######## twiddle_mult ########
`config.mk`:
```
export PLATFORM = sky130hd
export DESIGN_NAME = twiddle_mult
export DESIGN_NICKNAME = d
export VERILOG_FILES = /design/src/rtl/twiddle_mult.sv
export SDC_FILE = /design/constraint.sdc
export NUM_CORES = 2
export LEC_CHECK = 0
export CELL_PAD_IN_SITES_DETAIL_PLACEMENT = 0
export CELL_PAD_IN_SITES_GLOBAL_PLACEMENT = 1
export CORE_MARGIN = 1
export CORE_UTILIZATION = 40
export DETAILED_ROUTE_END_ITERATION = 10
export PLACE_DENSITY_LB_ADDON = 0.2
export SKIP_LAST_GASP = 1
export SLEW_MARGIN = 20
export SYNTH_ARGS = -nofsm -noshare
export SYNTH_HDL_FRONTEND = slang
export SYNTH_SLANG_ARGS = --single-unit
```
`constraint.sdc`:
```
create_clock -name clk -period 11.8 [get_ports clk]
set_input_delay 1.77 -clock clk [delete_from_list [all_inputs] [get_ports clk]]
set_output_delay 1.77 -clock clk [all_outputs]
set_load 0.05 [all_outputs]
```
`src/rtl/twiddle_mult.sv`:
```
// Twiddle-multiplication stage between radix-2^2 SDF butterfly pairs: addresses the twiddle ROM,
// aligns samples with its registered output, and does a rounded, saturating complex multiply.
module twiddle_mult #(
    parameter int unsigned WIDTH    = 16,
    parameter int unsigned TW_WIDTH = 8,
    parameter int unsigned LOG_N    = 6
) (
    input  logic                       clk,
    input  logic                       rst,
    input  logic                       din_valid,
    input  logic signed [WIDTH-1:0]    din_re,
    input  logic signed [WIDTH-1:0]    din_im,
    output logic        [LOG_N-1:0]    tw_addr,
    input  logic signed [TW_WIDTH-1:0] tw_re,
    input  logic signed [TW_WIDTH-1:0] tw_im,
    output logic                       dout_valid,
    output logic signed [WIDTH-1:0]    dout_re,
    output logic signed [WIDTH-1:0]    dout_im,
    output logic                       dout_sof
);

    localparam int unsigned PW    = WIDTH + TW_WIDTH;
    localparam int unsigned SW    = PW + 1;
    localparam int unsigned Shift = TW_WIDTH - 2;

    localparam logic signed [SW-1:0] Rnd  = SW'(2 ** (TW_WIDTH - 3));
    localparam logic signed [SW-1:0] MaxV = SW'(2 ** (WIDTH - 1) - 1);
    localparam logic signed [SW-1:0] MinV = ~MaxV;

    logic        [LOG_N-1:0] cnt_q, cnt_d;
    logic signed [WIDTH-1:0] s0_re_q, s0_re_d, s0_im_q, s0_im_d;
    logic                    s0_vld_q, s0_vld_d, s0_sof_q, s0_sof_d;
    logic signed [PW-1:0]    s1_rr_q, s1_rr_d, s1_ii_q, s1_ii_d;
    logic signed [PW-1:0]    s1_ri_q, s1_ri_d, s1_ir_q, s1_ir_d;
    logic                    s1_vld_q, s1_vld_d, s1_sof_q, s1_sof_d;
    logic signed [WIDTH-1:0] dout_re_q, dout_re_d, dout_im_q, dout_im_d;
    logic                    dout_vld_q, dout_vld_d, dout_sof_q, dout_sof_d;
    logic signed [SW-1:0]    re_sum, im_sum, re_shf, im_shf;

    function automatic logic signed [WIDTH-1:0] sat(input logic signed [SW-1:0] v);
        if (v > MaxV) begin
            return {1'b0, {(WIDTH - 1){1'b1}}};
        end else if (v < MinV) begin
            return {1'b1, {(WIDTH - 1){1'b0}}};
        end
        return v[WIDTH-1:0];
    endfunction

    always_comb begin
        cnt_d    = din_valid ? cnt_q + 1'b1 : cnt_q;
        s0_re_d  = din_re;
        s0_im_d  = din_im;
        s0_vld_d = din_valid;
        s0_sof_d = din_valid && (cnt_q == '0);

        // tw_re/tw_im belong to the sample held in stage 0 (ROM has one cycle of latency)
        s1_rr_d  = PW'(s0_re_q) * PW'(tw_re);
        s1_ii_d  = PW'(s0_im_q) * PW'(tw_im);
        s1_ri_d  = PW'(s0_re_q) * PW'(tw_im);
        s1_ir_d  = PW'(s0_im_q) * PW'(tw_re);
        s1_vld_d = s0_vld_q;
        s1_sof_d = s0_sof_q;

        re_sum = SW'(s1_rr_q) - SW'(s1_ii_q);
        im_sum = SW'(s1_ri_q) + SW'(s1_ir_q);
        re_shf = (re_sum + Rnd) >>> Shift;
        im_shf = (im_sum + Rnd) >>> Shift;

        dout_re_d  = s1_vld_q ? sat(re_shf) : dout_re_q;
        dout_im_d  = s1_vld_q ? sat(im_shf) : dout_im_q;
        dout_vld_d = s1_vld_q;
        dout_sof_d = s1_vld_q && s1_sof_q;
    end

    always_ff @(posedge clk or posedge rst) begin
        if (rst) begin
            cnt_q      <= '0;
            s0_re_q    <= '0;
            s0_im_q    <= '0;
            s0_vld_q   <= 1'b0;
            s0_sof_q   <= 1'b0;
            s1_rr_q    <= '0;
            s1_ii_q    <= '0;
            s1_ri_q    <= '0;
            s1_ir_q    <= '0;
            s1_vld_q   <= 1'b0;
            s1_sof_q   <= 1'b0;
            dout_re_q  <= '0;
            dout_im_q  <= '0;
            dout_vld_q <= 1'b0;
            dout_sof_q <= 1'b0;
        end else begin
            cnt_q      <= cnt_d;
            s0_re_q    <= s0_re_d;
            s0_im_q    <= s0_im_d;
            s0_vld_q   <= s0_vld_d;
            s0_sof_q   <= s0_sof_d;
            s1_rr_q    <= s1_rr_d;
            s1_ii_q    <= s1_ii_d;
            s1_ri_q    <= s1_ri_d;
            s1_ir_q    <= s1_ir_d;
            s1_vld_q   <= s1_vld_d;
            s1_sof_q   <= s1_sof_d;
            dout_re_q  <= dout_re_d;
            dout_im_q  <= dout_im_d;
            dout_vld_q <= dout_vld_d;
            dout_sof_q <= dout_sof_d;
        end
    end

    assign tw_addr    = cnt_q;
    assign dout_valid = dout_vld_q;
    assign dout_re    = dout_re_q;
    assign dout_im    = dout_im_q;
    assign dout_sof   = dout_sof_q;

endmodule
```
######## fifo_burst_drain ########
$ cat src/rtl/fifo_drain_pkg.sv
// rtl/fifo_drain_pkg.sv - shared widths, FSM encoding and skid depth for the FIFO burst drain
// Contents:
//   DATA_W     byte width of FIFO read data and stream data
//   CNT_W      width of the FIFO occupancy count (0..64)
//   SKID_DEPTH entries in the output skid buffer
//   state_e    drain FSM states
package fifo_drain_pkg;

  localparam int DATA_W     = 8;
  localparam int CNT_W      = 7;
  localparam int SKID_DEPTH = 2;

  typedef enum logic [0:0] {
    IDLE  = 1'b0,
    BURST = 1'b1
  } state_e;

endpackage

$ cat src/rtl/stream_skid2.sv
// rtl/stream_skid2.sv - two-entry valid/ready skid buffer carrying a byte plus first/last tags
// Ports:
//   clk, rst          clock, synchronous active-high reset
//   in_valid          capture in_data/in_first/in_last this cycle (caller guarantees space)
//   in_data           byte to capture
//   in_first, in_last burst framing tags travelling with the byte
//   occ               current occupancy (0..2)
//   out_valid         head entry present
//   out_ready         downstream accepts the head entry
//   out_data          head byte
//   out_first         head tag, qualified by out_valid
//   out_last          head tag, qualified by out_valid
module stream_skid2
  import fifo_drain_pkg::*;
(
  input  logic              clk,
  input  logic              rst,
  input  logic              in_valid,
  input  logic [DATA_W-1:0] in_data,
  input  logic              in_first,
  input  logic              in_last,
  output logic [1:0]        occ,
  output logic              out_valid,
  input  logic              out_ready,
  output logic [DATA_W-1:0] out_data,
  output logic              out_first,
  output logic              out_last
);

  localparam int ENT_W = DATA_W + 2;

  // Entry layout: {data, first, last}; ent0 is always the head.
  logic [ENT_W-1:0] ent0_q, ent0_d;
  logic [ENT_W-1:0] ent1_q, ent1_d;
  logic [1:0]       occ_q, occ_d;
  logic             pop;
  logic [1:0]       wr_idx;

  assign pop    = (occ_q != 2'd0) && out_ready;
  // Incoming byte lands in the first slot that is free after this cycle's pop.
  assign wr_idx = occ_q - {1'b0, pop};

  always_comb begin
    ent0_d = ent0_q;
    ent1_d = ent1_q;
    occ_d  = occ_q - {1'b0, pop} + {1'b0, in_valid};
    if (pop) begin
      ent0_d = ent1_q;
    end
    if (in_valid) begin
      if (wr_idx == 2'd0) begin
        ent0_d = {in_data, in_first, in_last};
      end else begin
        ent1_d = {in_data, in_first, in_last};
      end
    end
  end

  always_ff @(posedge clk) begin
    if (rst) begin
      ent0_q <= '0;
      ent1_q <= '0;
      occ_q  <= 2'd0;
    end else begin
      ent0_q <= ent0_d;
      ent1_q <= ent1_d;
      occ_q  <= occ_d;
    end
  end

  assign occ       = occ_q;
  assign out_valid = (occ_q != 2'd0);
  assign out_data  = ent0_q[ENT_W-1:2];
  assign out_first = out_valid & ent0_q[1];
  assign out_last  = out_valid & ent0_q[0];

endmodule

$ cat src/rtl/fifo_burst_drain.sv
// rtl/fifo_burst_drain.sv - pops the circular FIFO and emits bursts on a valid/ready byte stream
// Ports:
//   clk, rst    clock, synchronous active-high reset
//   enable      allows a new burst to start (looked at in IDLE only)
//   flush       level; drains a short burst when count < BURST_LEN
//   count       FIFO occupancy, the only source of emptiness
//   buf_out     FIFO read data, valid the cycle after read_en
//   read_en     FIFO pop request
//   out_data    stream byte
//   out_valid   stream valid
//   out_ready   stream ready
//   out_first   first byte of a burst
//   out_last    last byte of a burst
//   busy        high while a burst is in progress
module fifo_burst_drain
  import fifo_drain_pkg::*;
#(
  parameter int BURST_LEN = 8
) (
  input  logic              clk,
  input  logic              rst,
  input  logic              enable,
  input  logic              flush,
  input  logic [CNT_W-1:0]  count,
  input  logic [DATA_W-1:0] buf_out,
  output logic              read_en,
  output logic [DATA_W-1:0] out_data,
  output logic              out_valid,
  input  logic              out_ready,
  output logic              out_first,
  output logic              out_last,
  output logic              busy
);

  localparam logic [CNT_W-1:0] BURST_LEN_C = CNT_W'(BURST_LEN);

  state_e           state_q, state_d;
  logic [CNT_W-1:0] rem_iss_q, rem_iss_d;
  logic [CNT_W-1:0] rem_out_q, rem_out_d;
  logic             inflight_q, inflight_d;
  logic             first_iss_q, first_iss_d;  // next read issued is the burst's first byte
  logic             tag_first_q, tag_first_d;  // tags of the byte currently in flight
  logic             tag_last_q, tag_last_d;

  logic [1:0]       occ;
  logic             pop;
  logic             start;
  logic [CNT_W-1:0] start_len;
  logic [2:0]       credit_used;
  logic [2:0]       credit_cap;

  assign pop = out_valid & out_ready;

  // A full-length burst takes priority over a flush of a partial FIFO.
  always_comb begin
    start     = 1'b0;
    start_len = BURST_LEN_C;
    if (enable) begin
      if (count >= BURST_LEN_C) begin
        start     = 1'b1;
        start_len = BURST_LEN_C;
      end else if (flush && (count != '0)) begin
        start     = 1'b1;
        start_len = count;
      end
    end
  end

  // A read needs a skid slot for when its data arrives next cycle: held bytes
  // plus the one in flight, less the one leaving now, must stay below depth.
  assign credit_used = {1'b0, occ} + {2'b00, inflight_q};
  assign credit_cap  = 3'(SKID_DEPTH) + {2'b00, pop};
  assign read_en     = (state_q == BURST) && (rem_iss_q != '0) && (count != '0)
                       && (credit_used < credit_cap);

  always_comb begin
    state_d     = state_q;
    rem_iss_d   = rem_iss_q;
    rem_out_d   = rem_out_q;
    first_iss_d = first_iss_q;
    inflight_d  = read_en;
    tag_first_d = tag_first_q;
    tag_last_d  = tag_last_q;

    // Framing is decided at issue time; order is preserved through the skid,
    // so the read issued with one byte left is the byte delivered last.
    if (read_en) begin
      rem_iss_d   = rem_iss_q - CNT_W'(1);
      tag_first_d = first_iss_q;
      tag_last_d  = (rem_iss_q == CNT_W'(1));
      first_iss_d = 1'b0;
    end

    case (state_q)
      IDLE: begin
        if (start) begin
          state_d     = BURST;
          rem_iss_d   = start_len;
          rem_out_d   = start_len;
          first_iss_d = 1'b1;
        end
      end
      BURST: begin
        if (pop && (rem_out_q != '0)) begin
          rem_out_d = rem_out_q - CNT_W'(1);
          if (rem_out_q == CNT_W'(1)) begin
            state_d = IDLE;
          end
        end
      end
      default: state_d = IDLE;
    endcase
  end

  always_ff @(posedge clk) begin
    if (rst) begin
      state_q     <= IDLE;
      rem_iss_q   <= '0;
      rem_out_q   <= '0;
      inflight_q  <= 1'b0;
      first_iss_q <= 1'b0;
      tag_first_q <= 1'b0;
      tag_last_q  <= 1'b0;
    end else begin
      state_q     <= state_d;
      rem_iss_q   <= rem_iss_d;
      rem_out_q   <= rem_out_d;
      inflight_q  <= inflight_d;
      first_iss_q <= first_iss_d;
      tag_first_q <= tag_first_d;
      tag_last_q  <= tag_last_d;
    end
  end

  stream_skid2 u_skid (
    .clk       (clk),
    .rst       (rst),
    .in_valid  (inflight_q),
    .in_data   (buf_out),
    .in_first  (tag_first_q),
    .in_last   (tag_last_q),
    .occ       (occ),
    .out_valid (out_valid),
    .out_ready (out_ready),
    .out_data  (out_data),
    .out_first (out_first),
    .out_last  (out_last)
  );

  assign busy = (state_q == BURST);

endmodule

$ cat config.mk
export PLATFORM = sky130hd
export DESIGN_NAME = fifo_burst_drain
export DESIGN_NICKNAME = d
export VERILOG_FILES = /design/src/rtl/fifo_drain_pkg.sv /design/src/rtl/stream_skid2.sv /design/src/rtl/fifo_burst_drain.sv
export SDC_FILE = /design/constraint.sdc
export NUM_CORES = 1
export LEC_CHECK = 0
export CORE_MARGIN = 5
export CORE_UTILIZATION = 49
export CTS_CLUSTER_SIZE = 8
export DETAILED_ROUTE_END_ITERATION = 7
export PLACE_DENSITY = 0.76
export SETUP_SLACK_MARGIN = 0.02
export SYNTH_ARGS = -nofsm -noshare
export SYNTH_HDL_FRONTEND = slang
export SYNTH_SLANG_ARGS = --single-unit
$ cat constraint.sdc
create_clock -name clk -period 2.2 [get_ports clk]
set_clock_uncertainty 0.1 [all_clocks]
set_input_delay 0.44 -clock clk [delete_from_list [all_inputs] [get_ports clk]]
set_output_delay 0.44 -clock clk [all_outputs]
set_load 0.02 [all_outputs]
######## apbspi_sclk_gen ########
<file path="config.mk">
export PLATFORM = sky130hd
export DESIGN_NAME = apbspi_sclk_gen
export DESIGN_NICKNAME = d
export VERILOG_FILES = /design/src/rtl/apbspi_pkg.sv /design/src/rtl/apbspi_tick_cntr.sv /design/src/rtl/apbspi_sclk_gen.sv
export SDC_FILE = /design/constraint.sdc
export NUM_CORES = 1
export LEC_CHECK = 0
export ABC_AREA = 1
export CAP_MARGIN = 10
export CORE_MARGIN = 2
export CORE_UTILIZATION = 40
export CTS_CLUSTER_SIZE = 28
export DETAILED_ROUTE_END_ITERATION = 8
export GPL_ROUTABILITY_DRIVEN = 0
export SYNTH_ARGS = -nofsm -noshare
export SYNTH_HDL_FRONTEND = slang
export SYNTH_SLANG_ARGS = --single-unit
</file>
<file path="constraint.sdc">
create_clock -name clk -period 1.78 [get_ports clk]
set_clock_uncertainty 0.1 [all_clocks]
set_input_delay 0.356 -clock clk [delete_from_list [all_inputs] [get_ports clk]]
set_output_delay 0.356 -clock clk [all_outputs]
set_load 0.03 [all_outputs]
</file>
<file path="src/rtl/apbspi_pkg.sv">
// rtl/apbspi_pkg.sv - shared types and defaults for the APB SPI clock generator
// Purpose: sequencer state encoding and default widths shared by the SPI
//          clock generator and its half-period counter.
// Ports:   none (package).
package apbspi_pkg;

  localparam int DEF_CNT_W    = 16;
  localparam int DEF_MAX_BITS = 32;

  typedef enum logic [1:0] {
    IDLE = 2'd0,
    RUN  = 2'd1,
    TAIL = 2'd2
  } state_t;

endpackage

</file>
<file path="src/rtl/apbspi_tick_cntr.sv">
// rtl/apbspi_tick_cntr.sv - half-period counter with wrap pulse
// Purpose: counts clk cycles while enabled; wrap is high in the cycle the
//          count equals limit, and the count returns to 0 on that edge.
// Ports:   clk, nrst   - clock, async active-low reset
//          clear       - hold count at 0
//          enable      - advance count each cycle
//          limit[W]    - terminal count (half-period minus one)
//          wrap        - combinational half-period elapsed pulse
module apbspi_tick_cntr #(
  parameter int W = 16
) (
  input  logic         clk,
  input  logic         nrst,
  input  logic         clear,
  input  logic         enable,
  input  logic [W-1:0] limit,
  output logic         wrap
);

  logic [W-1:0] cnt_q;

  assign wrap = enable && (cnt_q == limit);

  always_ff @(posedge clk or negedge nrst) begin
    if (!nrst) begin
      cnt_q <= '0;
    end else if (clear) begin
      cnt_q <= '0;
    end else if (enable) begin
      if (wrap) begin
        cnt_q <= '0;
      end else begin
        cnt_q <= cnt_q + W'(1);
      end
    end
  end

endmodule

</file>
<file path="src/rtl/apbspi_sclk_gen.sv">
// rtl/apbspi_sclk_gen.sv - SPI serial clock and strobe generator
// Purpose: produces a registered SCLK of 2*N edges, each half-period
//          prescaler+1 clk cycles long, followed by one idle half-period,
//          plus MISO sample / MOSI shift strobes and a done pulse.
// Optional: APBSPI_SCLK_ABORT_EN adds the abort input.
// Ports:   clk, nrst        - clock, async active-low reset
//          start            - transfer request (IDLE only)
//          prescaler[CNT_W] - half-period = prescaler+1 clk cycles
//          nbits[BITS_W]    - bits per transfer (0 / >MAX_BITS = MAX_BITS)
//          cpol, cpha       - SPI mode
//          abort            - terminate transfer (optional)
//          sclk             - SPI clock (flop output)
//          sample_stb       - MISO sample point pulse
//          shift_stb        - MOSI shift point pulse
//          busy             - transfer in progress
//          done             - transfer completed pulse
module apbspi_sclk_gen
  import apbspi_pkg::*;
#(
  parameter  int CNT_W    = DEF_CNT_W,
  parameter  int MAX_BITS = DEF_MAX_BITS,
  localparam int BITS_W   = $clog2(MAX_BITS + 1)
) (
  input  logic              clk,
  input  logic              nrst,
  input  logic              start,
  input  logic [CNT_W-1:0]  prescaler,
  input  logic [BITS_W-1:0] nbits,
  input  logic              cpol,
  input  logic              cpha,
`ifdef APBSPI_SCLK_ABORT_EN
  input  logic              abort,
`endif
  output logic              sclk,
  output logic              sample_stb,
  output logic              shift_stb,
  output logic              busy,
  output logic              done
);

  // One extra bit so 2*MAX_BITS fits without wrapping.
  localparam int EW = BITS_W + 1;

  state_t            state_q, state_d;
  logic [CNT_W-1:0]  presc_q;
  logic [BITS_W-1:0] nbits_q;
  logic              cpol_q, cpha_q;
  logic [EW-1:0]     edge_q;

  logic              tick;
  logic              start_ok;
  logic              abort_hit;
  logic [BITS_W-1:0] nbits_eff;
  logic [EW-1:0]     edge_nxt;
  logic              last_edge;
  logic              lead;

`ifdef APBSPI_SCLK_ABORT_EN
  assign abort_hit = abort && (state_q != IDLE);
  assign start_ok  = start && !abort;
`else
  assign abort_hit = 1'b0;
  assign start_ok  = start;
`endif

  assign nbits_eff = ((nbits == '0) || (nbits > BITS_W'(MAX_BITS))) ? BITS_W'(MAX_BITS) : nbits;
  assign edge_nxt  = edge_q + EW'(1);
  assign last_edge = (edge_nxt == {nbits_q, 1'b0});
  // Odd edge numbers are leading edges.
  assign lead      = edge_nxt[0];
  assign busy      = (state_q != IDLE);

  apbspi_tick_cntr #(
    .W (CNT_W)
  ) u_tick (
    .clk    (clk),
    .nrst   (nrst),
    .clear  (state_q == IDLE),
    .enable (state_q != IDLE),
    .limit  (presc_q),
    .wrap   (tick)
  );

  always_ff @(posedge clk or negedge nrst) begin
    if (!nrst) begin
      state_q <= IDLE;
    end else begin
      state_q <= state_d;
    end
  end

  always_comb begin
    state_d = state_q;
    case (state_q)
      IDLE:    if (start_ok) state_d = RUN;
      RUN:     if (tick && last_edge) state_d = TAIL;
      TAIL:    if (tick) state_d = IDLE;
      default: state_d = IDLE;
    endcase
    if (abort_hit) state_d = IDLE;
  end

  always_ff @(posedge clk or negedge nrst) begin
    if (!nrst) begin
      sclk       <= 1'b0;
      sample_stb <= 1'b0;
      shift_stb  <= 1'b0;
      done       <= 1'b0;
      presc_q    <= '0;
      nbits_q    <= '0;
      cpol_q     <= 1'b0;
      cpha_q     <= 1'b0;
      edge_q     <= '0;
    end else begin
      sample_stb <= 1'b0;
      shift_stb  <= 1'b0;
      done       <= 1'b0;
      case (state_q)
        IDLE: begin
          sclk <= cpol;
          if (start_ok) begin
            presc_q <= prescaler;
            nbits_q <= nbits_eff;
            cpol_q  <= cpol;
            cpha_q  <= cpha;
            edge_q  <= '0;
          end
        end
        RUN: begin
          if (tick) begin
            sclk       <= ~sclk;
            edge_q     <= edge_nxt;
            sample_stb <= cpha_q ? ~lead : lead;
            // No shift after the final trailing edge in mode cpha=0.
            shift_stb  <= cpha_q ? lead : (~lead & ~last_edge);
          end
        end
        TAIL: begin
          if (tick) begin
            sclk <= cpol_q;
            done <= 1'b1;
          end
        end
        default: ;
      endcase
      if (abort_hit) begin
        sclk       <= cpol_q;
        sample_stb <= 1'b0;
        shift_stb  <= 1'b0;
        done       <= 1'b0;
      end
    end
  end

endmodule
</file>
Fig. 1: apbspi_sclk_gen, routing congestion map
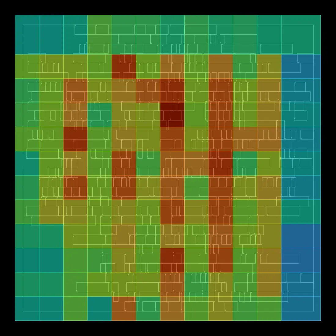
global routing usage on met3: 3.51%
post-DR wirelength/cell: 12.2 um
overall track demand over capacity in global routing: 18.3%
busiest layer in global routing: met2

==> flow_summary.json, apbspi_sclk_gen <==
{
  "synth.top_cells.by_area": "dfrtp_1 (48%), nand2_1 (16%), inv_1 (6.7%)",
  "cp_top_family": "flip-flops",
  "synth_top_cell_by_area": "dfrtp_1",
  "final_nets": 473,
  "core_density_at_floorplan_pct": 40.9,
  "period_used_pct": 99.1,
  "antenna_violating_nets_post_route": 0,
  "placed_cell_area_sq_mm": 0.00340,
  "synth_cell_types": 32,
  "drt_first_iter_violations": 85,
  "netlist_top_cells_count": "nand2_1 (115), dfrtp_1 (53), inv_1 (49)",
  "cts.sinks": 53,
  "max-vdd-ir-drop_mv": 0.647,
  "largest_registers_in_the_final_layout": "presc_q x16, u_tick.cnt_q x16, edge_q x7",
  "fin_area_sq_mm": 0.00383,
  "slew_headroom_pct": 74.4,
  "hold_end": "cpol_q",
  "num_rows": 30,
  "grt_start_max_net_pins": 54,
  "cts-root-buf": "clkbuf_8",
  "run_status": "complete, no violations"
}
## apbspi_sclk_gen: report_power, final
group	total (mW)	switching, mW	internal [mW]
Combinational	1.72	0.969	0.752
Clock	0.745	0.393	0.352
Sequential	1.72	0.213	1.51
Total	4.19	1.57	2.61
## apbspi_sclk_gen: kinds of logic after synthesis
group	Yosys count	share of synthesized area, %
AND/OR/NAND/NOR	186	28.9
buffers and inverters	58	7.92
flip-flops	53	48.0
AND-OR/OR-AND	46	9.14
XOR/XNOR	9	2.85
adder cells (fa/ha/maj)	7	3.17
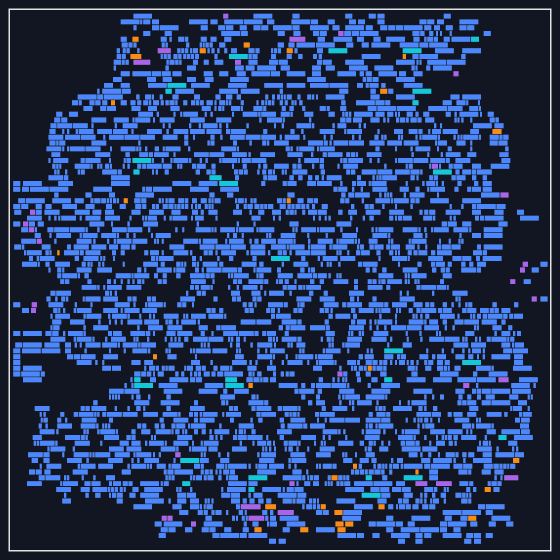
Fig. 2. Drive-strength map (twiddle_mult).
| color | size | cells |
|---|---|---|
| purple | x3 and x4 | 33 |
| blue | x1 and smaller | 2,615 |
| orange | x2 | 30 |
| cyan | x6 and larger | 29 |
layout overhead on the synthesized area: 9.21%
final instance area: 0.0278 sq mm

==> flow_summary.json, twiddle_mult <==
{
  "period_used_pct": 60.6,
  "slowest_delay_ps": 700,
  "hold-path-cell-count": 0,
  "timing.critical_path.from": "tw_re[2]",
  "area.share.sequential_pct": 15.5,
  "combAreaFraction_pct": 67.0,
  "hold_end": "s1_sof_q",
  "dr_wl_met3_um": 1510,
  "num-multi-input-gates": 1807,
  "synth_top_cell_by_area": "fa_1",
  "dr_total_vias": 17400,
  "startpoint_type": "input pin",
  "synthesis.area_per_instance_sq_um": 9.61,
  "rsz_0062_raised_after_global_routing": "false",
  "htree_num_levels": 4,
  "synth.net_count": 3387,
  "timing.critical_path.depth": 20,
  "setup_violations": 0,
  "pin_count": 91,
  "run_status": "complete, no violations",
  "grt_antenna_before_repair": 1,
  "num_rows": 92,
  "core_density_at_floorplan_pct": 40.4,
  "critical_path_class": "in2reg",
  "cp_max_fo": 32,
  "synth_sequential_area_ratio_pct": 16.9,
  "buffers_excl_clock": 110,
  "post_layout_nonfiller_instances": 3554,
  "postLayoutCoreUtil_pct": 44.1,
  "power_leakage_nw": 13.9
}
twiddle_mult: power groups by stage:
| stage | Combinational [mW] | Sequential [mW] | Clock [mW] |
|---|---|---|---|
| floorplan | 4.28 | 1.20 | 0 |
| global placement | 5.65 | 1.05 | 0 |
| detailed placement | 5.71 | 1.05 | 0 |
| CTS | 5.76 | 1.04 | 0.587 |
| global route | 6.47 | 1.06 | 0.609 |
| finish | 5.71 | 1.03 | 0.562 |
Fig. 3: fifo_burst_drain, routing congestion map
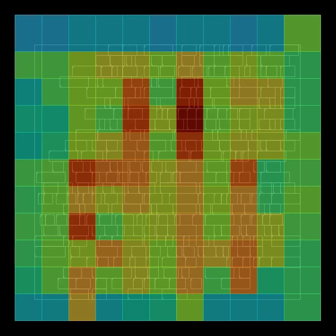
met1 usage in global routing: 21.4%
final core occ: 68.6%
busiest layer in global routing: met2

==> flow_summary.json, fifo_burst_drain <==
{
  "worstPathArrival_ps": 1690,
  "violated_checks": "setup timing",
  "timing.final.ws_setup_ps": -30.7,
  "worst_path_max_delay_cell": "or4_4",
  "synth-edff-count": 0,
  "top_power_group": "combinational cells",
  "period_used_pct": 101,
  "total_power_mw": 2.59,
  "buffer_ports.inserted": 32,
  "hold-path-cell-count": 2,
  "synth_adder_area_share_pct": 4.92,
  "reg2reg_slack_ps": 80,
  "layout_top_cells": "buf_4 (47), dfxtp_1 (38), nor2_1 (28)",
  "p_comb_mw": 1.23,
  "setup_violations": 1,
  "run_status": "finished with violations",
  "cts_tree": "built",
  "timing.critical_path.from": "count[3]",
  "async_flop_share_pct": 0,
  "register_share_of_total_power_pct": 35.3,
  "openroad.warnings": 31,
  "synthesis.area_sq_mm": 0.00229,
  "synth-xor-area-share_pct": 1.53,
  "powerClk_uw": 450,
  "wl_um": 5150,
  "pwr-share-clk_pct": 17.3,
  "combinationalPowerShare_pct": 47.3,
  "pin_count": 33,
  "power_leakage_nw": 1.27
}
## fifo_burst_drain: state kept, by name, summed over array words and instances (netlist names)
name           flops
rem_iss_q          7
first_iss_q        1
busy               1
u_skid.ent1_q     10
tag_last_q         1
u_skid.occ         2
u_skid.ent0_q     10
tag_first_q        1
rem_out_q          7
inflight_q         1
## fifo_burst_drain: area by class of cell
class | count | area [sq um]
Timing Repair Buffer | 78 | 667
Tap cell | 52 | 65.1
Inverter | 10 | 37.5
Sequential cell | 41 | 825
Multi-Input combinational cell | 174 | 1380
Clock buffer | 5 | 68.8
Fill cell | 364 | 1400
Clock inverter | 1 | 5.00

==> layout pictures side by side <==
Clock wires, drivers and flops.
shot_01.png
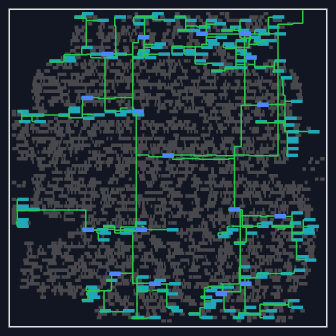
shot_02.png
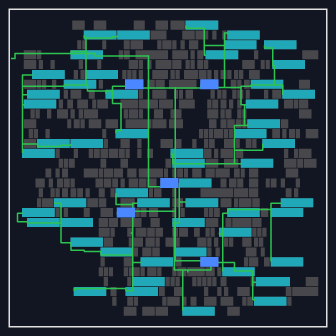
shot_03.png
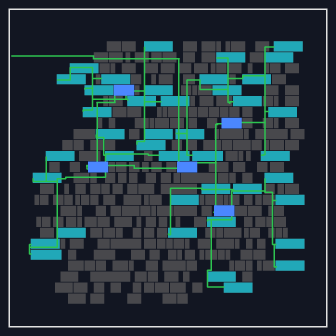
shot_03.png comes from fifo_burst_drain.
shot_02.png comes from apbspi_sclk_gen.
shot_01.png comes from twiddle_mult.

Key to shot_02.png:
[cyan] flip-flops | count: 53
[blue] clock-net drivers | count: 5
[green] clock wires | length: 659 um
routed clock nets: 6



## Gallery

Met3 routing.
Cells faint in the background.
panel A
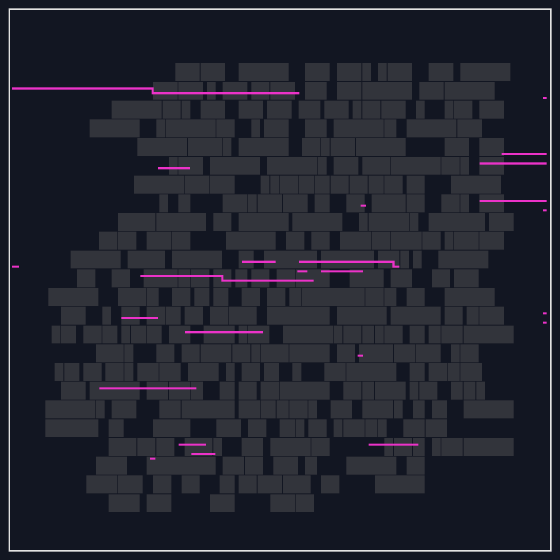
panel B
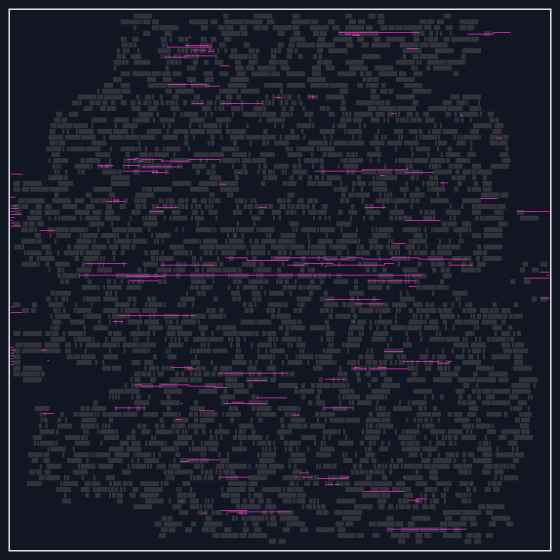
panel C
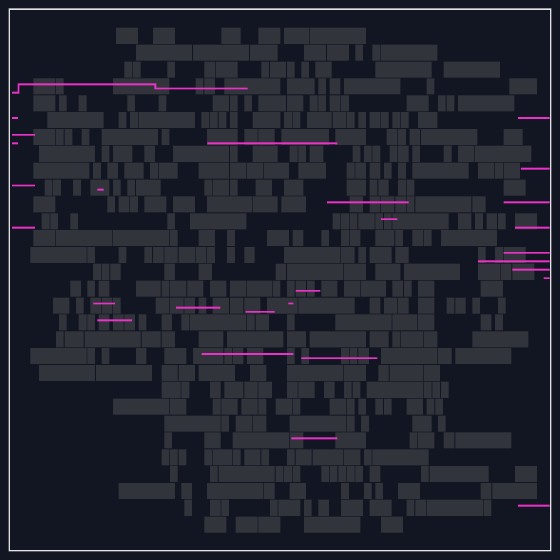
For fifo_burst_drain, see panel A.
For twiddle_mult, see panel B.
For apbspi_sclk_gen, see panel C.

Key to panel C:
main direction: horizontal
share of all routed wire: 3.1%
wire length on this layer: 197 um
nets with wire on the layer: 23

No activity file was given, so power comes from the tool's default toggle rates.
